==================== block 1
**Block 1: cells by drive strength**

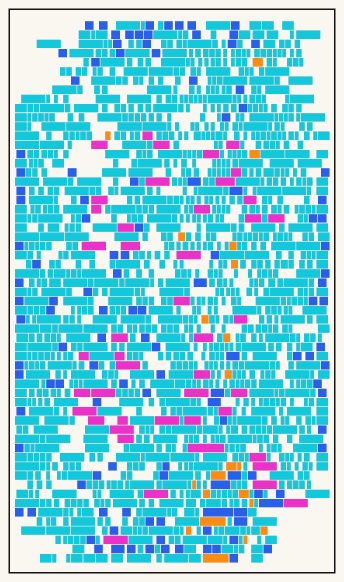
**Block 1: zoomed window**

Window x 62 to 82, y 115 to 135 µm. Cells in grey, sequential cells in the stronger grey; small squares are vias.
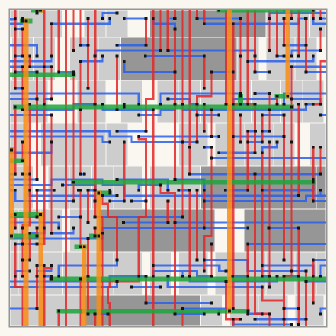
**Block 1: cell placement**

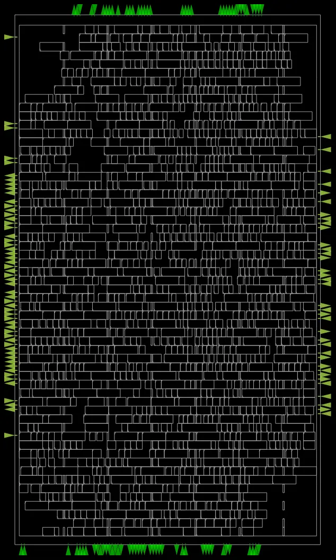
### config.mk
export PLATFORM = sky130hd
export DESIGN_NAME = stage_if
export DESIGN_NICKNAME = d
export VERILOG_FILES = /design/src/rtl/stage_if.sv
export SDC_FILE = /design/constraint.sdc
export NUM_CORES = 1
export LEC_CHECK = 0
export ABC_AREA = 1
export CORE_ASPECT_RATIO = 1.75
export CORE_UTILIZATION = 59
export CTS_BUF_LIST = sky130_fd_sc_hd__clkbuf_4 sky130_fd_sc_hd__clkbuf_8
export DETAILED_ROUTE_END_ITERATION = 12
export PLACE_DENSITY = 0.95
export SLEW_MARGIN = 20
export SYNTH_ARGS = -nofsm -noshare
export SYNTH_HDL_FRONTEND = slang
export SYNTH_SLANG_ARGS = --single-unit
### constraint.sdc
create_clock -name clk -period 2.62 [get_ports clk]
set_input_delay 0.524 -clock clk [delete_from_list [all_inputs] [get_ports clk]]
set_output_delay 0.524 -clock clk [all_outputs]
set_load 0.1 [all_outputs]
### src/rtl/stage_if.sv
// ---------------------------------------------------------------------------
// stage_if -- instruction fetch stage
//
// Issues one instruction memory request at a time from the fetch PC (pc_r),
// delivers fetched words to decode at up to one per cycle, and redirects on
// taken branches/jumps from execute.
//
// Handshakes:
//   imem_req/imem_ack : imem_req stays high with a stable imem_addr until a
//                       single-cycle imem_ack arrives; imem_rdata is valid in
//                       the ack cycle. A request is never withdrawn.
//   if_valid/stall    : decode takes the instruction on a rising edge where
//                       if_valid=1 and stall=0; while stall=1 the outputs
//                       hold their value.
//
// Ports:
//   clk, rst           clock, synchronous active-high reset
//   br_ctrl, br_pc     redirect strobe and target (low two bits ignored)
//   stall              decode cannot accept an instruction this cycle
//   imem_req/addr      memory request and address (addr is pc_r)
//   imem_ack/rdata     memory response
//   if_pc/inst/valid   delivered instruction to decode
//   dbg_state          current FSM state (0=FETCH, 1=HOLD, 2=DRAIN)
// ---------------------------------------------------------------------------
module stage_if #(
  parameter logic [31:0] RESET_PC = 32'h0000_0000
) (
  input  logic        clk,
  input  logic        rst,
  input  logic        br_ctrl,
  input  logic [31:0] br_pc,
  input  logic        stall,
  output logic        imem_req,
  output logic [31:0] imem_addr,
  input  logic        imem_ack,
  input  logic [31:0] imem_rdata,
  output logic [31:0] if_pc,
  output logic [31:0] if_inst,
  output logic        if_valid,
  output logic [1:0]  dbg_state
);

  // FETCH : request outstanding at pc_r
  // HOLD  : word fetched while decode stalled, parked in the skid buffer
  // DRAIN : redirect arrived before the outstanding ack; wait it out
  typedef enum logic [1:0] {
    FETCH = 2'd0,
    HOLD  = 2'd1,
    DRAIN = 2'd2
  } state_t;

  localparam logic [31:0] NOP = 32'h0000_0013;

  state_t      state;
  logic [31:0] pc_r;
  logic [31:0] redir_pc;
  logic [31:0] skid_pc;
  logic [31:0] skid_inst;
  logic [31:0] pc_plus4;
  logic [31:0] br_tgt;

  assign pc_plus4  = pc_r + 32'd4;              // wraps naturally at 2^32
  assign br_tgt    = {br_pc[31:2], 2'b00};      // targets are word aligned

  // HOLD has nowhere to put another word, so no request is issued there.
  assign imem_req  = !rst && (state != HOLD);
  assign imem_addr = pc_r;
  assign dbg_state = state;

  always_ff @(posedge clk) begin
    if (rst) begin
      state     <= FETCH;
      pc_r      <= RESET_PC;
      redir_pc  <= 32'h0;
      skid_pc   <= 32'h0;
      skid_inst <= 32'h0;
      if_valid  <= 1'b0;
      if_inst   <= NOP;
      if_pc     <= 32'h0;
    end else begin
      case (state)
        FETCH: begin
          if (br_ctrl) begin
            if_valid <= 1'b0;
            if (imem_ack) begin
              // Response for the old path is dropped; fetch the target now.
              pc_r <= br_tgt;
            end else begin
              // Request still in flight at the old address: remember the
              // target and let the stale response come back first.
              redir_pc <= br_tgt;
              state    <= DRAIN;
            end
          end else if (imem_ack) begin
            if (stall) begin
              skid_inst <= imem_rdata;
              skid_pc   <= pc_r;
              state     <= HOLD;
            end else begin
              if_inst  <= imem_rdata;
              if_pc    <= pc_r;
              if_valid <= 1'b1;
              pc_r     <= pc_plus4;
            end
          end else if (!stall) begin
            if_valid <= 1'b0;
          end
        end

        HOLD: begin
          if (br_ctrl) begin
            if_valid <= 1'b0;
            pc_r     <= br_tgt;
            state    <= FETCH;
          end else if (!stall) begin
            // pc_r still equals skid_pc here, so pc_plus4 is the next word.
            if_inst  <= skid_inst;
            if_pc    <= skid_pc;
            if_valid <= 1'b1;
            pc_r     <= pc_plus4;
            state    <= FETCH;
          end
        end

        DRAIN: begin
          if_valid <= 1'b0;
          if (br_ctrl) begin
            redir_pc <= br_tgt;
          end
          if (imem_ack) begin
            pc_r  <= br_ctrl ? br_tgt : redir_pc;
            state <= FETCH;
          end
        end

        default: begin
          state <= FETCH;
        end
      endcase
    end
  end

endmodule

==> reports/metrics.yaml <==
setup_path:
  required_ps: 3020
  crit_buf_inv: 4
  critical_path.top_delay_family: "buffers and inverters"
  reg2reg_slack_ps: 410
  cp_slowest_cell: "nor2_4"
  r2r_start: "dbg_state[0]"
  r2r_end: "if_inst[26]"
  path_cells: "inv_1 > ha_1 > inv_2 > nor2_4 > inv_2 > o21ai_2 > nor2_4 > buf_4 > o21ai_0 > a21oi_1"
  max_stage_delay_ps: 430
power_and_ir_drop:
  cell_internal_pwr_mw: 4.81
  top_power_group: "sequential cells"
  combPwrFrac_pct: 34.7
  cellLeakagePower_nw: 4.66
  seq_power_share_pct: 41.3
  p_clk_share_pct: 24.0
  powerSeq_mw: 3.52
  pg_comb_mw: 2.95
placement:
  gp_congestion: 0.930
  dp.cells: 1589
  port_buffers: 166
  place_hpwl_um: 17200
  place_worst_setup_slack_ps: 174
synth:
  ys.flops: 195
  synth_area_per_cell_um2: 6.96
  yosys.area.top_type: "dfxtp_1"
  ys.flop_type: "dfxtp_1"
  top_cell: "a21oi_1"
  syn_area_um2: 9120
  ys_sh_mux_pct: 0
  yosysUniqueCellTypes: 35
  adder_share_pct: 0.686
  top_area_share_pct: 42.8
  ys_sh_simple_pct: 18.4
  synthTopLogicFamily: "AND-OR/OR-AND gates"
  synth_chip_area_um2: 9120
sta:
  finalHoldViolCount: 0
  relSlewSlack_pct: 64.1
  fin_skew_ps: 16.8
  slew_violations: 0
  fin_crit_sh_pct: 84.5
  clock.fmax_mhz: 452
  worstMarginPinSlew_ps: 537
global_routing:
  grt_pass1_vias: 8601
  grt.total_usage_pct: 31.6
  grt_util_met1_pct: 38.3
clock_network:
  cts_made_buffers: 17
  htreeDepth: 4
  insertion_delay_ps: 480
  cts_sinks: 195
  holdBufCountCts: 0
  cts_buffer_depth: 2
  cts-root-buf: "clkbuf_8"
  cts_setup_buffers: 0
route:
  totalWireLength_um: 25000
  dr.max_layer_used: "met4"
  met1_length_um: 10100
  num_vias: 9282
die:
  die.size.y_um: 166
  die_w_um: 96.0
finish:
  n_clock_buffer: 17
  nonClkBufAreaFrac_pct: 15.9
  comb_area_um2: 4440
  regArea_um2: 3910
  diodes: 0
  layout.cells.non_filler: 1621
run_status:
  outcome: "finished, final reports clean"
worst_hold_path:
  hold-path-cell-count: 2
  hp-class: "reg -> reg"
## Picture notes: 'cells by drive strength' of block 1
| colour | size | cells |
|---|---|---|
| magenta | drive 6 and up | 45 |
| blue | drive 3 to 4 | 124 |
| orange | drive 2 | 21 |
| cyan | drive 1 or less | 1,248 |
setup ws final: 405 ps
Repair and plain buffers: 189

## Picture notes: 'zoomed window' of block 1
| colour | layer |
|---|---|
| red | met2 |
| blue | met1 |
| green | met3 |
| orange | met4 |
netlist names of flops here include: `imem_addr` (3), `redir_pc` (3)
cells with their middle in the window: 60
sequential cells in the window: 6
most frequent: nand2_1 (22), a21oi_1 (9), nor2_1 (7)

## Picture notes: 'cell placement' of block 1
Flops: 195
Rows: 59
final core occ: 74.0%
fill count: 1,165


==================== block 2
**Block 2: cell placement**

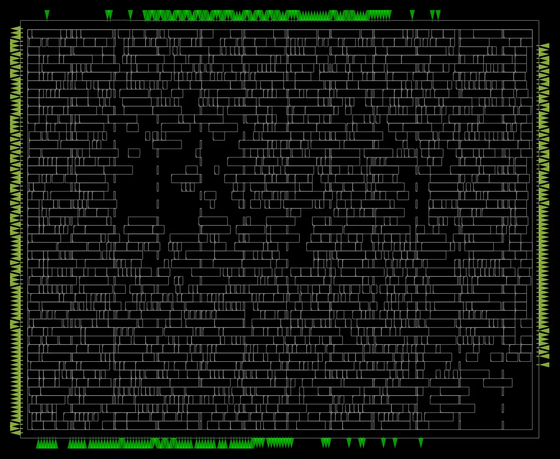
**Block 2: cells by drive strength**

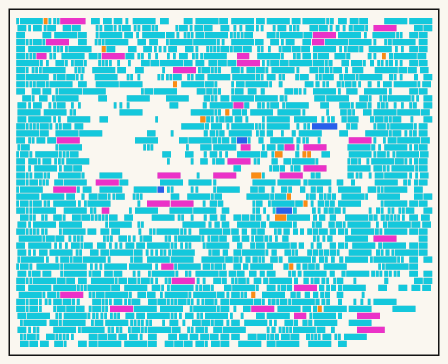
### src/rtl/micro_ucr_nonce_ctrl_if.sv
// Bundle of host-side controls and hash-core signals for the nonce search controller.
// master drives the request and returns the core hash; slave is the controller itself.
interface micro_ucr_nonce_ctrl_if #(
    parameter int NONCE_W = 32
);
    logic               start;
    logic               abort;
    logic [95:0]        header;
    logic [7:0]         target;
    logic [NONCE_W-1:0] max_nonce;
    logic [23:0]        hash_H;
    logic [127:0]       hash_bloque;
    logic               hash_reset_L;
    logic               hash_fin;
    logic               busy;
    logic               done;
    logic               found;
    logic [NONCE_W-1:0] nonce_out;
    logic [23:0]        hash_out;

    modport master (
        output start, abort, header, target, max_nonce, hash_H,
        input  hash_bloque, hash_reset_L, hash_fin, busy, done, found, nonce_out, hash_out
    );

    modport slave (
        input  start, abort, header, target, max_nonce, hash_H,
        output hash_bloque, hash_reset_L, hash_fin, busy, done, found, nonce_out, hash_out
    );
endinterface

### src/rtl/micro_ucr_nonce_ctrl.sv
// Nonce search controller: walks nonces 0..max_nonce through an external hash core
// and stops at the first hash whose two upper bytes are both below the target.
module micro_ucr_nonce_ctrl #(
    parameter int HASH_CYC = 34,
    parameter int NONCE_W  = 32
) (
    input  logic                    clk,
    input  logic                    reset,
    micro_ucr_nonce_ctrl_if.slave   bus
);
    localparam int RND_W = (HASH_CYC > 1) ? $clog2(HASH_CYC) : 1;

    typedef enum logic [2:0] {
        IDLE  = 3'd0,
        LOAD  = 3'd1,
        HASH  = 3'd2,
        CHECK = 3'd3,
        DONE  = 3'd4
    } state_t;

    state_t             state_q, state_d;
    logic [95:0]        header_q;
    logic [7:0]         target_q;
    logic [NONCE_W-1:0] max_q;
    logic [NONCE_W-1:0] nonce_q;
    logic [RND_W-1:0]   rnd_q;
    logic               found_q;
    logic [NONCE_W-1:0] nonce_out_q;
    logic [23:0]        hash_out_q;

    logic accept, rnd_last, hit, last_nonce;
    logic busy_c, done_c, hash_reset_l_c, hash_fin_c;

    // Strict unsigned compare on both upper hash bytes; a byte equal to the target misses.
    function automatic logic is_hit(input logic [7:0] b_hi, input logic [7:0] b_mid,
                                    input logic [7:0] tgt);
        return (b_hi < tgt) && (b_mid < tgt);
    endfunction

    assign accept     = bus.start && !bus.abort;
    assign rnd_last   = (rnd_q == RND_W'(HASH_CYC - 1));
    assign hit        = is_hit(bus.hash_H[23:16], bus.hash_H[15:8], target_q);
    assign last_nonce = (nonce_q == max_q);

    always_ff @(posedge clk or posedge reset) begin
        if (reset) state_q <= IDLE;
        else       state_q <= state_d;
    end

    always_comb begin
        state_d = state_q;
        case (state_q)
            IDLE:  if (accept) state_d = LOAD;
            LOAD:  state_d = bus.abort ? IDLE : HASH;
            HASH:  if (bus.abort) state_d = IDLE;
                   else if (rnd_last) state_d = CHECK;
            CHECK: if (bus.abort) state_d = IDLE;
                   else if (hit || last_nonce) state_d = DONE;
                   else state_d = LOAD;
            DONE:  state_d = IDLE;
            default: state_d = IDLE;
        endcase
    end

    always_comb begin
        busy_c         = 1'b1;
        done_c         = 1'b0;
        hash_reset_l_c = 1'b1;
        hash_fin_c     = 1'b1;
        case (state_q)
            IDLE: begin
                busy_c         = 1'b0;
                hash_reset_l_c = 1'b0;
            end
            LOAD:  hash_reset_l_c = 1'b0;
            HASH:  hash_fin_c     = 1'b0;
            CHECK: ;
            DONE: begin
                done_c         = 1'b1;
                hash_reset_l_c = 1'b0;
            end
            default: ;
        endcase
    end

    // Search datapath: latched request, nonce walk, round counter and captured result.
    always_ff @(posedge clk or posedge reset) begin
        if (reset) begin
            header_q    <= '0;
            target_q    <= '0;
            max_q       <= '0;
            nonce_q     <= '0;
            rnd_q       <= '0;
            found_q     <= 1'b0;
            nonce_out_q <= '0;
            hash_out_q  <= '0;
        end else begin
            case (state_q)
                IDLE: if (accept) begin
                    header_q    <= bus.header;
                    target_q    <= bus.target;
                    max_q       <= bus.max_nonce;
                    nonce_q     <= '0;
                    found_q     <= 1'b0;
                    nonce_out_q <= '0;
                    hash_out_q  <= '0;
                end
                LOAD: rnd_q <= '0;
                HASH: if (!bus.abort) rnd_q <= rnd_q + RND_W'(1);
                CHECK: if (!bus.abort) begin
                    hash_out_q  <= bus.hash_H;
                    nonce_out_q <= nonce_q;
                    // Increment only when another attempt follows, so max_nonce = all-ones never wraps.
                    if (hit) found_q <= 1'b1;
                    else if (!last_nonce) nonce_q <= nonce_q + NONCE_W'(1);
                end
                default: ;
            endcase
        end
    end

    assign bus.hash_bloque  = {header_q, 32'(nonce_q)};
    assign bus.hash_reset_L = hash_reset_l_c;
    assign bus.hash_fin     = hash_fin_c;
    assign bus.busy         = busy_c;
    assign bus.done         = done_c;
    assign bus.found        = found_q;
    assign bus.nonce_out    = nonce_out_q;
    assign bus.hash_out     = hash_out_q;
endmodule

### src/flat_wrapper.sv
// flat-port wrapper written by rule: the top's interface ports become plain ports
module micro_ucr_nonce_ctrl_flat 
#(
    parameter int HASH_CYC = 34,
    parameter int NONCE_W  = 32
)
  (clk, reset, bus_start, bus_abort, bus_header, bus_target, bus_max_nonce, bus_hash_H, bus_hash_bloque, bus_hash_reset_L, bus_hash_fin, bus_busy, bus_done, bus_found, bus_nonce_out, bus_hash_out);
  micro_ucr_nonce_ctrl_if #(.NONCE_W(NONCE_W)) bus_i ();
  input  logic clk;
  input  logic reset;
  input wire logic [$bits(bus_i.start)-1:0] bus_start;
  input wire logic [$bits(bus_i.abort)-1:0] bus_abort;
  input wire logic [$bits(bus_i.header)-1:0] bus_header;
  input wire logic [$bits(bus_i.target)-1:0] bus_target;
  input wire logic [$bits(bus_i.max_nonce)-1:0] bus_max_nonce;
  input wire logic [$bits(bus_i.hash_H)-1:0] bus_hash_H;
  output wire logic [$bits(bus_i.hash_bloque)-1:0] bus_hash_bloque;
  output wire logic [$bits(bus_i.hash_reset_L)-1:0] bus_hash_reset_L;
  output wire logic [$bits(bus_i.hash_fin)-1:0] bus_hash_fin;
  output wire logic [$bits(bus_i.busy)-1:0] bus_busy;
  output wire logic [$bits(bus_i.done)-1:0] bus_done;
  output wire logic [$bits(bus_i.found)-1:0] bus_found;
  output wire logic [$bits(bus_i.nonce_out)-1:0] bus_nonce_out;
  output wire logic [$bits(bus_i.hash_out)-1:0] bus_hash_out;
  assign bus_i.start = bus_start;
  assign bus_i.abort = bus_abort;
  assign bus_i.header = bus_header;
  assign bus_i.target = bus_target;
  assign bus_i.max_nonce = bus_max_nonce;
  assign bus_i.hash_H = bus_hash_H;
  assign bus_hash_bloque = bus_i.hash_bloque;
  assign bus_hash_reset_L = bus_i.hash_reset_L;
  assign bus_hash_fin = bus_i.hash_fin;
  assign bus_busy = bus_i.busy;
  assign bus_done = bus_i.done;
  assign bus_found = bus_i.found;
  assign bus_nonce_out = bus_i.nonce_out;
  assign bus_hash_out = bus_i.hash_out;
  micro_ucr_nonce_ctrl #(.HASH_CYC(HASH_CYC), .NONCE_W(NONCE_W)) u_core (.clk(clk), .reset(reset), .bus(bus_i));
endmodule
### config.mk
export PLATFORM = sky130hd
export DESIGN_NAME = micro_ucr_nonce_ctrl_flat
export DESIGN_NICKNAME = d
export VERILOG_FILES = /design/src/rtl/micro_ucr_nonce_ctrl_if.sv /design/src/rtl/micro_ucr_nonce_ctrl.sv /design/src/flat_wrapper.sv
export SDC_FILE = /design/constraint.sdc
export NUM_CORES = 1
export LEC_CHECK = 0
export CORE_ASPECT_RATIO = 0.8
export CORE_MARGIN = 2
export CORE_UTILIZATION = 49
export CTS_CLUSTER_DIAMETER = 60
export DETAILED_ROUTE_END_ITERATION = 7
export GPL_TIMING_DRIVEN = 0
export HOLD_SLACK_MARGIN = 0.02
export PLACE_DENSITY = 0.88
export SETUP_SLACK_MARGIN = 0.4
export SLEW_MARGIN = 0
export SYNTH_ARGS = -nofsm -noshare
export SYNTH_HDL_FRONTEND = slang
export SYNTH_SLANG_ARGS = --single-unit
### constraint.sdc
create_clock -name clk -period 16.71 [get_ports clk]
set_clock_uncertainty 0.15 [all_clocks]
set_input_delay 2.5065 -clock clk [delete_from_list [all_inputs] [get_ports clk]]
set_output_delay 2.5065 -clock clk [all_outputs]
set_load 0.01 [all_outputs]
==> reports/metrics.yaml <==
finish:
  largestClassByArea: "flip-flops and latches"
  layout-drive-gt1-share_pct: 3.60
  comb_area_um2: 4100
  nNetsFinal: 1721
  inverters: 11
  n_clock_buffer: 33
  mostFrequentLayoutCells: "541 x nand2_1, 351 x clkdlybuf4s50_1, 234 x dfrtp_1"
clock_network:
  insertion_delay_ps: 510
  clk_pin_slew_ps: 60
  cts_setup_buffers: 0
  htreeDepth: 1
  cts_tree: "yes"
  cts_resized: 0
setup_path:
  r2r_start: "u_core.target_q[6]"
  path_depth: 11
  required_ps: 17000
  cp_max_fo: 10
  max_stage_delay_ps: 490
  crit_buf_inv: 3
  endpoint_kind: "flip-flop"
  critPathLaunch: "bus_hash_H[18]"
  crit_arrival_ps: 5880
  critical_path.top_delay_family: "AND-OR/OR-AND gates"
  reg2regPathDepth: 11
sta:
  setup_tns_ps: 0
  setup_violations: 0
synth:
  syn_area_um2: 10300
  ys.flop_type: "dfrtp_1"
  synthCells: 1161
  ys.flops: 234
  top_cell: "nand2_1"
  yosys-stat-cells: 1161
  top_area_share_pct: 57.0
power_and_ir_drop:
  switchingPower_uw: 444
  ir_drop_v: 0.0000876
  top_power_group: "sequential cells"
route:
  dr.pass1.iters: 5
  routed-wl-met3_um: 2960
  met2WireLength_um: 16000
global_routing:
  gr-usage-met2_pct: 50.0
  grt.busiest_layer: "met2"
  grt.total_usage_pct: 29.6
  overflow: 0
placement:
  gp_congestion: 0.886
  place_hpwl_um: 24300
worst_hold_path:
  hp-start: "u_core.bus.hash_out[14]"
die:
  pin_count: 353
run_status:
  outcome: "finished, final reports clean"
Notes on 'cell placement' of block 2 above:
fill count: 1,473
Rows: 47
Flops: 234
Core Area: 20,600 µm²
# Taps: 269

Notes on 'cells by drive strength' of block 2 above:
| colour | size | cells |
|---|---|---|
| magenta | drive 6 and up | 36 |
| cyan | drive 1 or less | 1,501 |
| blue | drive 3 to 4 | 4 |
| orange | drive 2 | 16 |
setup ws final: 11,120 ps
Repair and plain buffers: 418
fin area: 14,900 µm²
P&R area growth vs syn: 45.4%


==================== block 3
`config.mk`:
```
export PLATFORM = sky130hd
export DESIGN_NAME = qa_drv_line_to_chunk_stream
export DESIGN_NICKNAME = d
export VERILOG_FILES = /design/src/rtl/qa_drv_line_to_chunk_stream.sv
export SDC_FILE = /design/constraint.sdc
export NUM_CORES = 2
export LEC_CHECK = 0
export CORE_MARGIN = 1.5
export CORE_UTILIZATION = 48
export CTS_CLUSTER_SIZE = 30
export DETAILED_ROUTE_END_ITERATION = 7
export PLACE_DENSITY_LB_ADDON = 0.3
export SYNTH_ARGS = -nofsm -noshare
export SYNTH_HDL_FRONTEND = slang
export SYNTH_SLANG_ARGS = --single-unit
```
`constraint.sdc`:
```
create_clock -name clk -period 27.2 [get_ports clk]
set_input_delay 5.44 -clock clk [delete_from_list [all_inputs] [get_ports clk]]
set_output_delay 5.44 -clock clk [all_outputs]
set_load 0.01 [all_outputs]
```
`src/rtl/qa_drv_line_to_chunk_stream.sv`:
```
// qa_drv_line_to_chunk_stream: deframes an in-order cache-line stream into UMF chunks with end-of-message flags,
// tracking consumed lines, completed messages and oversize headers.
module qa_drv_line_to_chunk_stream #(
    parameter int LINE_WIDTH  = 512,
    parameter int CHUNK_WIDTH = 128,
    parameter int LEN_BITS    = 16,
    parameter int MAX_CHUNKS  = 4096,
    parameter int IDX_BITS    = 9
) (
    input  logic                   clk,
    input  logic                   reset,
    input  logic [LINE_WIDTH-1:0]  line_in,
    input  logic                   line_valid,
    output logic                   line_deq,
    output logic [CHUNK_WIDTH-1:0] chunk_data,
    output logic                   chunk_eom,
    output logic                   chunk_valid,
    input  logic                   chunk_deq,
    output logic [IDX_BITS-1:0]    oldest_line_idx,
    output logic [31:0]            msg_count,
    output logic                   err_oversize
);
    localparam int CPL      = LINE_WIDTH / CHUNK_WIDTH;
    localparam int CIL_BITS = $clog2(CPL);

    typedef enum logic [2:0] {S_IDLE, S_HEADER, S_STREAM, S_WAIT_LINE, S_ERROR} state_t;

    state_t                 r_state, w_state_nxt;
    logic [LINE_WIDTH-1:0]  r_cur, w_cur_nxt;
    logic [LEN_BITS-1:0]    r_remaining, w_remaining_nxt;
    logic [CIL_BITS-1:0]    r_cil, w_cil_nxt;
    logic [31:0]            r_msg_count;
    logic                   r_err;
    logic [IDX_BITS-1:0]    r_idx;
    logic [CHUNK_WIDTH-1:0] r_fifo_data [2];
    logic [1:0]             r_fifo_eom;
    logic                   r_wr_ptr, r_rd_ptr;
    logic [1:0]             r_fifo_cnt;
    logic [LEN_BITS-1:0]    w_hdr_len;
    logic                   w_emit, w_eom, w_msg_done, w_set_err, w_pop, w_full;

    assign w_hdr_len       = r_cur[LEN_BITS-1:0];
    assign w_full          = r_fifo_cnt[1];
    assign chunk_valid     = r_fifo_cnt != 2'd0;
    assign w_pop           = chunk_deq & chunk_valid;
    assign chunk_data      = chunk_valid ? r_fifo_data[r_rd_ptr] : '0;
    assign chunk_eom       = chunk_valid & r_fifo_eom[r_rd_ptr];
    assign oldest_line_idx = r_idx;
    assign msg_count       = r_msg_count;
    assign err_oversize    = r_err;

    always_comb begin
        w_state_nxt     = r_state;
        w_cur_nxt       = r_cur;
        w_remaining_nxt = r_remaining;
        w_cil_nxt       = r_cil;
        line_deq        = 1'b0;
        w_emit          = 1'b0;
        w_eom           = 1'b0;
        w_msg_done      = 1'b0;
        w_set_err       = 1'b0;
        case (r_state)
            S_IDLE: begin
                if (line_valid) begin
                    line_deq    = 1'b1;
                    w_cur_nxt   = line_in;
                    w_state_nxt = S_HEADER;
                end
            end
            S_HEADER: begin
                w_cur_nxt = r_cur >> CHUNK_WIDTH;
                if (w_hdr_len == '0) begin
                    w_msg_done  = 1'b1;
                    w_state_nxt = S_IDLE;
                end else if (w_hdr_len > LEN_BITS'(MAX_CHUNKS)) begin
                    w_set_err   = 1'b1;
                    w_state_nxt = S_ERROR;
                end else begin
                    w_remaining_nxt = w_hdr_len;
                    w_cil_nxt       = CIL_BITS'(1);
                    w_state_nxt     = S_STREAM;
                end
            end
            S_STREAM: begin
                if (!w_full) begin
                    w_emit    = 1'b1;
                    w_eom     = r_remaining == LEN_BITS'(1);
                    w_cur_nxt = r_cur >> CHUNK_WIDTH;
                    w_cil_nxt = r_cil + CIL_BITS'(1);
                    if (w_eom) begin
                        w_msg_done  = 1'b1;
                        w_state_nxt = S_IDLE;
                    end else begin
                        w_remaining_nxt = r_remaining - LEN_BITS'(1);
                        // Last chunk of this line: fetch the next one in the same cycle to avoid a bubble.
                        if (r_cil == CIL_BITS'(CPL - 1)) begin
                            if (line_valid) begin
                                line_deq  = 1'b1;
                                w_cur_nxt = line_in;
                            end else begin
                                w_state_nxt = S_WAIT_LINE;
                            end
                        end
                    end
                end
            end
            S_WAIT_LINE: begin
                if (line_valid) begin
                    line_deq    = 1'b1;
                    w_cur_nxt   = line_in;
                    w_cil_nxt   = '0;
                    w_state_nxt = S_STREAM;
                end
            end
            default: ;
        endcase
    end

    always_ff @(posedge clk or posedge reset) begin
        if (reset) begin
            r_state     <= S_IDLE;
            r_cur       <= '0;
            r_remaining <= '0;
            r_cil       <= '0;
            r_msg_count <= '0;
            r_err       <= 1'b0;
            r_idx       <= '0;
        end else begin
            r_state     <= w_state_nxt;
            r_cur       <= w_cur_nxt;
            r_remaining <= w_remaining_nxt;
            r_cil       <= w_cil_nxt;
            r_msg_count <= r_msg_count + 32'(w_msg_done);
            r_err       <= r_err | w_set_err;
            r_idx       <= r_idx + IDX_BITS'(line_deq);
        end
    end

    always_ff @(posedge clk or posedge reset) begin
        if (reset) begin
            r_fifo_data[0] <= '0;
            r_fifo_data[1] <= '0;
            r_fifo_eom     <= '0;
            r_wr_ptr       <= 1'b0;
            r_rd_ptr       <= 1'b0;
            r_fifo_cnt     <= '0;
        end else begin
            if (w_emit) begin
                r_fifo_data[r_wr_ptr] <= r_cur[CHUNK_WIDTH-1:0];
                r_fifo_eom[r_wr_ptr]  <= w_eom;
                r_wr_ptr              <= ~r_wr_ptr;
            end
            if (w_pop)
                r_rd_ptr <= ~r_rd_ptr;
            r_fifo_cnt <= r_fifo_cnt + 2'(w_emit) - 2'(w_pop);
        end
    end
endmodule

```
**Block 3: ports around the boundary**

Bar = 100 µm. Pins as bars across the die edge, other pins in grey.
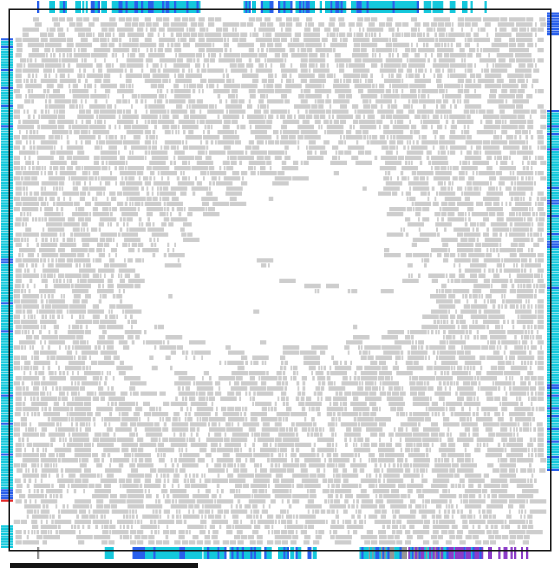
| colour | port | pins | direction | edge |
|---|---|---|---|---|
| purple | `msg_count` | 32 | output | bottom |
| cyan | `line_in` | 512 | input | 172 left, 132 top, 119 right, 89 bottom |
| blue | `chunk_data` | 128 | output | 42 top, 38 bottom, 31 right, 17 left |
| red | `clk` | 1 | input | left |
port bufs: 688
die y size: 286 µm
Chip Width: 286 µm

==> reports/metrics.yaml <==
synth:
  synthCells: 3842
  yosys-stat-cells: 3842
  ys.flops: 837
  top_area_share_pct: 54.3
global_routing:
  grt_pass1_wl_um: 172000
setup_path:
  crit_buf_inv: 2
  path_cells: "clkdlybuf4s50_1 > a21boi_0 > clkdlybuf4s50_1"
  max_stage_delay_ps: 610
  r2r_start: "r_remaining[6]"
finish:
  fin_util_pct: 61.4
  clock_area_share_pct: 6.08
  logic_gate_count: 2702
power_and_ir_drop:
  cellLeakagePower_nw: 21.2
  p_per_area_nw_per_um2: 78.6
  powerSeq_mw: 1.88
  ir_drop_v: 0.0000519
placement:
  place_worst_setup_slack_ps: 14860
  place_area_um2: 45700
die:
  core_area_um2: 79300
  rows: 103
clock_network:
  insertion_delay_ps: 640
  holdBufCountCts: 0
sta:
  setup_tns_ps: 0
  finalHoldViolCount: 0
  slew_violations: 0
  setup_violations: 0
run_status:
  outcome: "finished, final reports clean"
worst_hold_path:
  hp-class: "reg -> reg"

==================== block 4
[src/rtl/operacion_math_pkg.sv]
// Shared definitions for operacion_math_seq: operation codes and FSM states.
package operacion_math_pkg;

  localparam logic [1:0] OP_SUMA  = 2'b00;
  localparam logic [1:0] OP_RESTA = 2'b01;
  localparam logic [1:0] OP_MULT  = 2'b10;
  localparam logic [1:0] OP_DIV   = 2'b11;

  typedef enum logic [1:0] {
    REPOSO  = 2'b00,
    CALCULO = 2'b01,
    FIN     = 2'b10
  } estado_t;

endpackage

[src/rtl/div_restauracion.sv]
// Restoring divider datapath: one quotient bit per step, MSB first.
// cociente/residuo present the values that the current step will produce,
// so the owner can capture the final result on the last step's edge.
module div_restauracion #(
  parameter int N = 4
) (
  input  logic         clk,
  input  logic         rst,
  input  logic         carga,
  input  logic         paso,
  input  logic [N-1:0] dividendo,
  input  logic [N-1:0] divisor,
  output logic [N-1:0] cociente,
  output logic [N-1:0] residuo
);

  logic [N-1:0] quo_r, rem_r, dsr_r;
  logic [N:0]   rem_shift, diff;
  logic         q_bit;

  // One restoring step: shift in the next dividend bit and try to subtract.
  // NOTE: every always_comb output gets a value on every path, so no latch can form.
  always_comb begin
    rem_shift = {rem_r, quo_r[N-1]};
    diff      = rem_shift - {1'b0, dsr_r};
    q_bit     = ~diff[N];
    residuo   = q_bit ? diff[N-1:0] : rem_shift[N-1:0];
    cociente  = {quo_r[N-2:0], q_bit};
  end

  // Operand load on accept, then one step per CALCULO cycle.
  // NOTE: sequential state uses non-blocking assignments only, so every register samples pre-edge values.
  always_ff @(posedge clk or posedge rst) begin
    if (rst) begin
      quo_r <= '0;
      rem_r <= '0;
      dsr_r <= '0;
    end else if (carga) begin
      quo_r <= dividendo;
      rem_r <= '0;
      dsr_r <= divisor;
    end else if (paso) begin
      quo_r <= cociente;
      rem_r <= residuo;
    end
  end

endmodule

[src/rtl/operacion_math_seq.sv]
// Sequential arithmetic unit: add/subtract in one cycle, shift-add multiply
// and restoring divide over N cycles. Division is built only when the macro
// OPERACION_MATH_DIV_EN is defined; otherwise Op=11 reports an error.
module operacion_math_seq
  import operacion_math_pkg::*;
#(
  parameter int N = 4
) (
  input  logic           clk,
  input  logic           rst,
  input  logic [N-1:0]   Num1,
  input  logic [N-1:0]   Num2,
  input  logic [1:0]     Op,
  input  logic           Inicio,
  output logic           Ocupado,
  output logic           Listo,
  output logic [2*N-1:0] Resultado,
  output logic [N-1:0]   Residuo,
  output logic           ErrorDiv
);

  localparam int CW = (N > 1) ? $clog2(N) : 1;

  estado_t        estado;
  logic [CW-1:0]  cnt;
  logic           cnt_last;
  logic [1:0]     op_r;
  logic [N-1:0]   mcand, mplier;
  logic [2*N-1:0] prod_acc, prod_next;
  logic [N:0]     suma_ext, resta_ext;

  // Single-cycle results and the next partial product of the multiplier.
  always_comb begin
    suma_ext  = {1'b0, Num1} + {1'b0, Num2};
    resta_ext = {1'b0, Num1} - {1'b0, Num2};
    prod_next = prod_acc + (mplier[cnt] ? ({{N{1'b0}}, mcand} << cnt) : '0);
    cnt_last  = (cnt == CW'(N - 1));
  end

`ifdef OPERACION_MATH_DIV_EN
  logic         div_carga, div_paso;
  logic [N-1:0] div_coc, div_res;

  // Divider is loaded only for a non-zero divisor and stepped while calculating.
  always_comb begin
    div_carga = (estado == REPOSO) && Inicio && (Op == OP_DIV) && (Num2 != '0);
    div_paso  = (estado == CALCULO) && (op_r == OP_DIV);
  end

  div_restauracion #(.N(N)) u_div (
    .clk       (clk),
    .rst       (rst),
    .carga     (div_carga),
    .paso      (div_paso),
    .dividendo (Num1),
    .divisor   (Num2),
    .cociente  (div_coc),
    .residuo   (div_res)
  );
`endif

  // Control FSM with registered outputs; results only change on completion.
  always_ff @(posedge clk or posedge rst) begin
    if (rst) begin
      estado    <= REPOSO;
      cnt       <= '0;
      op_r      <= OP_SUMA;
      mcand     <= '0;
      mplier    <= '0;
      prod_acc  <= '0;
      Ocupado   <= 1'b0;
      Listo     <= 1'b0;
      Resultado <= '0;
      Residuo   <= '0;
      ErrorDiv  <= 1'b0;
    end else begin
      case (estado)
        REPOSO: begin
          Listo <= 1'b0;
          if (Inicio) begin
            op_r     <= Op;
            mcand    <= Num1;
            mplier   <= Num2;
            prod_acc <= '0;
            cnt      <= '0;
            Ocupado  <= 1'b1;
            case (Op)
              OP_SUMA: begin
                Resultado <= {{(N-1){1'b0}}, suma_ext};
                Residuo   <= '0;
                ErrorDiv  <= 1'b0;
                Listo     <= 1'b1;
                estado    <= FIN;
              end
              OP_RESTA: begin
                Resultado <= {{(N-1){1'b0}}, resta_ext};
                Residuo   <= '0;
                ErrorDiv  <= 1'b0;
                Listo     <= 1'b1;
                estado    <= FIN;
              end
              OP_MULT: estado <= CALCULO;
              default: begin
`ifdef OPERACION_MATH_DIV_EN
                if (Num2 == '0) begin
                  Resultado <= '1;
                  Residuo   <= Num1;
                  ErrorDiv  <= 1'b1;
                  Listo     <= 1'b1;
                  estado    <= FIN;
                end else begin
                  estado <= CALCULO;
                end
`else
                Resultado <= '0;
                Residuo   <= '0;
                ErrorDiv  <= 1'b1;
                Listo     <= 1'b1;
                estado    <= FIN;
`endif
              end
            endcase
          end
        end
        CALCULO: begin
          if (op_r == OP_MULT) prod_acc <= prod_next;
          if (cnt_last) begin
            cnt      <= '0;
            ErrorDiv <= 1'b0;
            Listo    <= 1'b1;
            estado   <= FIN;
`ifdef OPERACION_MATH_DIV_EN
            if (op_r == OP_DIV) begin
              Resultado <= {{N{1'b0}}, div_coc};
              Residuo   <= div_res;
            end else
`endif
            begin
              Resultado <= prod_next;
              Residuo   <= '0;
            end
          end else begin
            cnt <= cnt + 1'b1;
          end
        end
        FIN: begin
          Listo   <= 1'b0;
          Ocupado <= 1'b0;
          estado  <= REPOSO;
        end
        default: begin
          Listo   <= 1'b0;
          Ocupado <= 1'b0;
          estado  <= REPOSO;
        end
      endcase
    end
  end

endmodule

[config.mk]
export PLATFORM = sky130hd
export DESIGN_NAME = operacion_math_seq
export DESIGN_NICKNAME = d
export VERILOG_FILES = /design/src/rtl/operacion_math_pkg.sv /design/src/rtl/div_restauracion.sv /design/src/rtl/operacion_math_seq.sv
export SDC_FILE = /design/constraint.sdc
export NUM_CORES = 1
export LEC_CHECK = 0
export CORE_MARGIN = 5
export CORE_UTILIZATION = 38
export CTS_CLUSTER_DIAMETER = 150
export DETAILED_ROUTE_END_ITERATION = 7
export GPL_ROUTABILITY_DRIVEN = 0
export PLACE_DENSITY_LB_ADDON = 0.15
export SYNTH_ARGS = -nofsm -noshare
export SYNTH_HDL_FRONTEND = slang
export SYNTH_SLANG_ARGS = --single-unit
export TNS_END_PERCENT = 100
[constraint.sdc]
create_clock -name clk -period 8 [get_ports clk]
set_input_delay 1.2 -clock clk [delete_from_list [all_inputs] [get_ports clk]]
set_output_delay 1.2 -clock clk [all_outputs]
set_load 0.01 [all_outputs]
==> reports/metrics.yaml <==
finish:
  diodes: 0
  logic_gate_count: 152
  flops: 33
  sh_seq_area_pct: 34.9
  largestRegisters: "Resultado x8, prod_acc x8"
  regArea_um2: 826
  n_clock_buffer: 5
  buffers: 24
  largestClassByArea: "combinational gates"
  nNetsFinal: 254
global_routing:
  grt.total_usage_pct: 14.7
  grt_pass1_vias: 1486
  overflow: 0
  grt_util_met1_pct: 19.9
  grt.busiest_layer: "met2"
  grt_max_degree: 34
power_and_ir_drop:
  cellLeakagePower_nw: 1.06
  powerSeq_uw: 289
  pg_clk_uw: 123
  combPwrFrac_pct: 44.2
  pg_comb_uw: 327
  switchingPower_uw: 286
setup_path:
  crit_arrival_ps: 3740
  cp_max_fo: 8
  critical_path.top_delay_family: "AND-OR/OR-AND gates"
  endpoint_kind: "flip-flop"
  reg2reg_slack_ps: 5160
  path_cells: "clkdlybuf4s50_1 > nor2b_1 > mux2_2 > fa_1 > nand2b_1 > a21oi_1 > xor2_1 > o311ai_0 > o21a_1"
  reg2regPathDepth: 8
  crit_buf_inv: 1
  max_stage_delay_ps: 520
  path_depth: 9
sta:
  worstMarginPinSlew_ps: 810
  fin_hold_ws_ps: 480
  clock.fmax_mhz: 285
  setup_violations: 0
  slew_violations: 0
synth:
  topCellsByArea: "dfrtp_1 41%, ha_1 8.1%, mux2_2 6.2%, nand2_1 4.5%, o21ai_0 3.7%"
  ys.flop_type: "dfrtp_1"
  xor_area_share_pct: 3.92
  ys_async_sr_fraction_pct: 100
  syn_area_um2: 2010
  ys_seq_share_pct: 41.1
  top_cell: "dfrtp_1"
  ys_sh_simple_pct: 15.3
  yosys-stat-cells: 203
  synth_chip_area_um2: 2010
  yosys.area.top_type: "dfrtp_1"
route:
  viasPerCell: 4.98
  totalWireLength_um: 4330
  dr.max_layer_used: "met4"
  met2WireLength_um: 2030
  drc_errors: 0
  num_vias: 1480
die:
  pin_count: 28
  rows: 26
run_status:
  outcome: "finished, final reports clean"
clock_network:
  holdBufCountCts: 0
  cts_made_buffers: 5
  cts-root-buf: "clkbuf_8"
worst_hold_path:
  hold-path-cell-count: 2
  hp-start: "Resultado[7]"
placement:
  place_worst_setup_slack_ps: 4200
**Block 4: ports around the boundary**

Bar = 20 µm. Pins as bars across the die edge, other pins in grey.
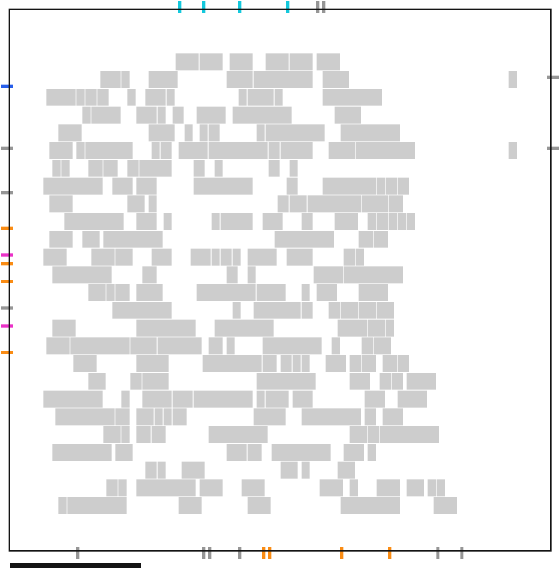
| colour | port | pins | direction | edge |
|---|---|---|---|---|
| orange | `Resultado` | 8 | output | 4 left, 4 bottom |
| blue | `clk` | 1 | input | left |
| cyan | `Num2` | 4 | input | top |
| magenta | `Op` | 2 | input | left |
all pins by edge: 10 bottom, 10 left, 6 top, 2 right
die y size: 82.7 µm
Chip Width: 82.7 µm
port bufs: 23

**Block 4: cell density map**

8 x 8 tiles, from white (low) to dark blue (high), 0 to 100% covered.
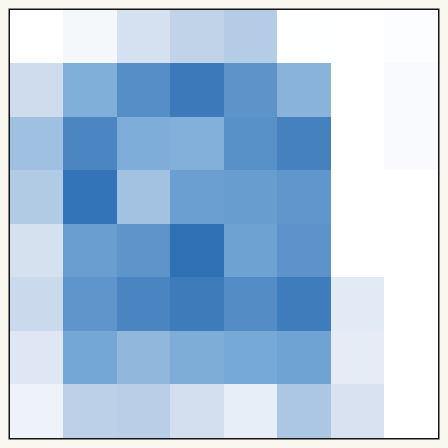
mean over tiles: 33%
emptiest ninth of the die: top right
densest ninth of the die: middle
final core occ: 46.0%
Core Area: 5140 µm²
Starting Density: 39.1%


==================== block 5
## src/rtl/alu_pkg.sv

```systemverilog
// alu_pkg: opcodes, FSM state encoding and instruction field helpers for alu_seq
package alu_pkg;
  localparam logic [3:0] OP_MOV  = 4'h0;
  localparam logic [3:0] OP_ADD  = 4'h1;
  localparam logic [3:0] OP_AND  = 4'h2;
  localparam logic [3:0] OP_NOT  = 4'h3;
  localparam logic [3:0] OP_NOR  = 4'h4;
  localparam logic [3:0] OP_SLT  = 4'h5;
  localparam logic [3:0] OP_SLL  = 4'h6;
  localparam logic [3:0] OP_SRL  = 4'h7;
  localparam logic [3:0] OP_J    = 4'h8;
  localparam logic [3:0] OP_JAL  = 4'h9;
  localparam logic [3:0] OP_LW   = 4'hA;
  localparam logic [3:0] OP_SW   = 4'hB;
  localparam logic [3:0] OP_BEQ  = 4'hC;
  localparam logic [3:0] OP_BNE  = 4'hD;
  localparam logic [3:0] OP_ADDI = 4'hE;
  localparam logic [3:0] OP_LI   = 4'hF;
  typedef enum logic {IDLE, SHIFT} state_t;
  function automatic logic [3:0] f_op(input logic [7:0] i);
    return i[7:4];
  endfunction
  function automatic logic [3:0] f_imm4(input logic [7:0] i);
    return i[3:0];
  endfunction
  function automatic logic [1:0] f_imm2(input logic [7:0] i);
    return i[1:0];
  endfunction
endpackage

```

## src/rtl/alu_shifter.sv

```systemverilog
// alu_shifter: iterative one-bit-per-cycle logical shifter; done marks the final step
module alu_shifter import alu_pkg::*; #(
  parameter int DATA_W = 8,
  parameter int SH_W   = $clog2(DATA_W)
) (
  input  logic              clk,
  input  logic              rst_n,
  input  logic              load,
  input  logic              left,
  input  logic [DATA_W-1:0] val,
  input  logic [SH_W-1:0]   amt,
  output logic              done,
  output logic [DATA_W-1:0] res
);
  logic [SH_W-1:0]   cnt;
  logic [DATA_W-1:0] work;
  logic              dir;
  assign done = cnt == SH_W'(1);
  assign res  = dir ? work << 1 : work >> 1;
  always_ff @(posedge clk)
    if (!rst_n) begin
      cnt  <= '0;
      work <= '0;
      dir  <= 1'b0;
    end else if (load) begin
      cnt  <= amt;
      work <= val;
      dir  <= left;
    end else if (cnt != '0) begin
      cnt  <= cnt - SH_W'(1);
      work <= res;
    end
endmodule

```

## src/rtl/alu_seq.sv

```systemverilog
// alu_seq: handshaked 16-opcode ALU with iterative shifts; define ALU_SAT_EN for saturating ADD/ADDI
module alu_seq import alu_pkg::*; #(
  parameter int DATA_W = 8,
  parameter int PC_W   = 8,
  parameter int SH_W   = $clog2(DATA_W)
) (
  input  logic              clk,
  input  logic              rst_n,
  input  logic              in_valid,
  output logic              in_ready,
  input  logic [7:0]        instruction,
  input  logic [PC_W-1:0]   pc,
  input  logic [DATA_W-1:0] in0,
  input  logic [DATA_W-1:0] in1,
  output logic              out_valid,
  input  logic              out_ready,
  output logic [DATA_W-1:0] out,
  output logic              jump,
  output logic              overflow,
  output logic              zero,
  output logic              busy
);
  state_t            state, state_nx;
  logic [3:0]        op;
  logic [SH_W-1:0]   k;
  logic [DATA_W-1:0] imm2_x, imm4_x, a, b, sum, sat, res, sh_res;
  logic              accept, long_shift, ovf, res_jump, sh_done;
  assign op         = f_op(instruction);
  assign k          = in0[SH_W-1:0];
  assign busy       = state == SHIFT;
  assign in_ready   = state == IDLE && (!out_valid || out_ready);
  assign accept     = in_valid && in_ready;
  assign long_shift = (op == OP_SLL || op == OP_SRL) && k != '0;
  assign imm2_x     = DATA_W'($signed(f_imm2(instruction)));
  assign imm4_x     = DATA_W'($signed(f_imm4(instruction)));
  alu_shifter #(.DATA_W(DATA_W), .SH_W(SH_W)) u_shifter (
    .clk  (clk),
    .rst_n(rst_n),
    .load (accept && long_shift),
    .left (op == OP_SLL),
    .val  (in1),
    .amt  (k),
    .done (sh_done),
    .res  (sh_res)
  );
  always_ff @(posedge clk)
    if (!rst_n) state <= IDLE;
    else        state <= state_nx;
  always_comb begin
    state_nx = state;
    if (state == IDLE) state_nx = accept && long_shift ? SHIFT : IDLE;
    else               state_nx = sh_done ? IDLE : SHIFT;
  end
  // ADD and ADDI share one adder; ADDI takes in1 + sext(imm2)
  always_comb begin
    a   = op == OP_ADDI ? in1 : in0;
    b   = op == OP_ADDI ? imm2_x : in1;
    sum = a + b;
    sat = a[DATA_W-1] ? {1'b1, {(DATA_W-1){1'b0}}} : {1'b0, {(DATA_W-1){1'b1}}};
    ovf = (op == OP_ADD || op == OP_ADDI) && a[DATA_W-1] == b[DATA_W-1] && sum[DATA_W-1] != a[DATA_W-1];
  end
  always_comb begin
    res      = '0;
    res_jump = 1'b0;
    case (op)
      OP_MOV:          res = in0;
`ifdef ALU_SAT_EN
      OP_ADD, OP_ADDI: res = ovf ? sat : sum;
`else
      OP_ADD, OP_ADDI: res = sum;
`endif
      OP_AND:          res = in0 & in1;
      OP_NOT:          res = ~in0;
      OP_NOR:          res = ~(in0 | in1);
      OP_SLT:          res = DATA_W'($signed(in0) < $signed(in1));
      OP_SLL, OP_SRL:  res = in1;
      OP_J, OP_JAL: begin
        res      = in1 - DATA_W'(pc) - DATA_W'(1);
        res_jump = 1'b1;
      end
      OP_LW, OP_SW:    res = in1 + imm2_x;
      OP_BEQ:          res_jump = in0 == in1;
      OP_BNE:          res_jump = in0 != in1;
      OP_LI:           res = imm4_x;
      default:         res = '0;
    endcase
  end
  // Output slot: a long shift empties it until the shifter finishes
  always_ff @(posedge clk)
    if (!rst_n) begin
      out       <= '0;
      out_valid <= 1'b0;
      jump      <= 1'b0;
      overflow  <= 1'b0;
      zero      <= 1'b0;
    end else if (state == SHIFT) begin
      if (sh_done) begin
        out       <= sh_res;
        zero      <= sh_res == '0;
        jump      <= 1'b0;
        overflow  <= 1'b0;
        out_valid <= 1'b1;
      end
    end else if (accept && long_shift) begin
      out_valid <= 1'b0;
    end else if (accept) begin
      out       <= res;
      jump      <= res_jump;
      overflow  <= ovf;
      zero      <= res == '0;
      out_valid <= 1'b1;
    end else if (out_ready) begin
      out_valid <= 1'b0;
    end
endmodule
```

## config.mk

```make
export PLATFORM = sky130hd
export DESIGN_NAME = alu_seq
export DESIGN_NICKNAME = d
export VERILOG_FILES = /design/src/rtl/alu_pkg.sv /design/src/rtl/alu_shifter.sv /design/src/rtl/alu_seq.sv
export SDC_FILE = /design/constraint.sdc
export NUM_CORES = 1
export LEC_CHECK = 0
export ABC_AREA = 1
export CORE_ASPECT_RATIO = 0.7
export CORE_MARGIN = 5
export CORE_UTILIZATION = 55
export CTS_CLUSTER_SIZE = 8
export DETAILED_ROUTE_END_ITERATION = 12
export GPL_TIMING_DRIVEN = 0
export PLACE_DENSITY = 0.9
export SETUP_SLACK_MARGIN = 0.2
export SYNTH_ARGS = -nofsm -noshare
export SYNTH_HDL_FRONTEND = slang
export SYNTH_HIERARCHICAL = 1
export SYNTH_SLANG_ARGS = --single-unit
export TNS_END_PERCENT = 1
```

## constraint.sdc

```tcl
create_clock -name clk -period 3.05 [get_ports clk]
set_input_delay 0.61 -clock clk [delete_from_list [all_inputs] [get_ports clk]]
set_output_delay 0.61 -clock clk [all_outputs]
set_load 0.01 [all_outputs]
```

**Block 5: cell placement**

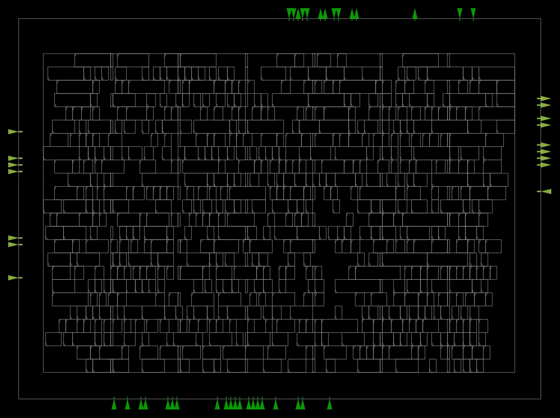
Layout Cells excl Fill: 760
final core occ: 70.8%
fill count: 574

==> reports/metrics.yaml <==
run_status:
  outcome: "finished, final reports clean"
setup_path:
  crit_buf_inv: 7
  r2r_start: "busy"
  r2r_end: "u_shifter/work[2]"
  crit_arrival_ps: 3010
sta:
  setup_violations: 0
  relSlewSlack_pct: 55.8
  worstMarginPinSlew_ps: 660
clock_network:
  cts_resized: 31
  cts_buffer_depth: 2
finish:
  n_clock_buffer: 4
  largestClassByArea: "combinational gates"
  regArea_um2: 500
  layout-drive-gt1-share_pct: 10.9
power_and_ir_drop:
  ir_drop_v: 0.000372
  pg_clk_uw: 205
  combPwrFrac_pct: 59.0
synth:
  ys_async_sr_fraction_pct: 0
  topCellsByArea: "nand2_1 18%, ha_1 17%, dfxtp_1 14%, inv_1 10%, nor2_1 6.6%"
  synth_chip_area_um2: 3620
placement:
  gp_congestion: 1.02
global_routing:
  gr-usage-met3_pct: 4.81
  grt_max_degree: 14
die:
  die_w_um: 107
route:
  met1_length_um: 5550
worst_hold_path:
  hold-path-cell-count: 2


==> notes/layouts.md <==
Pictures saved along the way, in no particular order.

Ports around the boundary.
shot_01.png
Bar = 50 µm. Pins as bars across the die edge, other pins in grey.
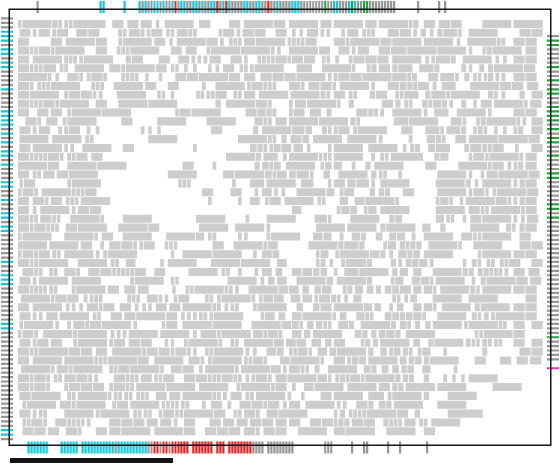
shot_02.png
Bar = 20 µm. Pins as bars across the die edge, other pins in grey.
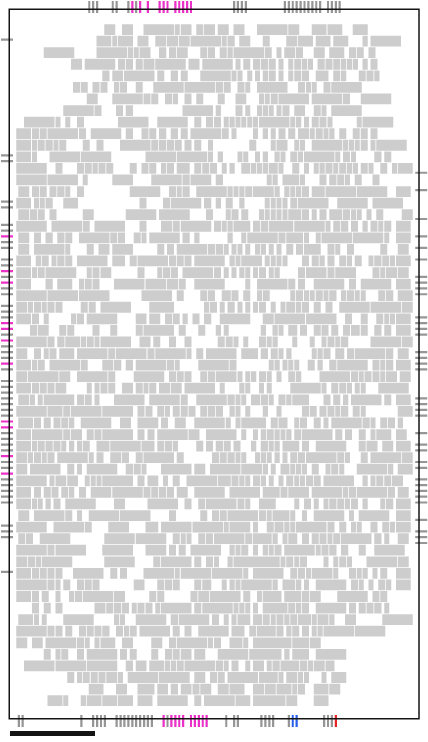
shot_03.png
Bar = 20 µm. Pins as bars across the die edge, other pins in grey.
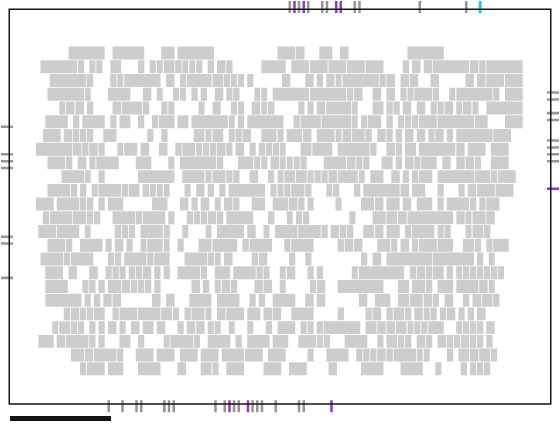
shot_02.png -> block 1
shot_01.png -> block 2
shot_03.png -> block 5

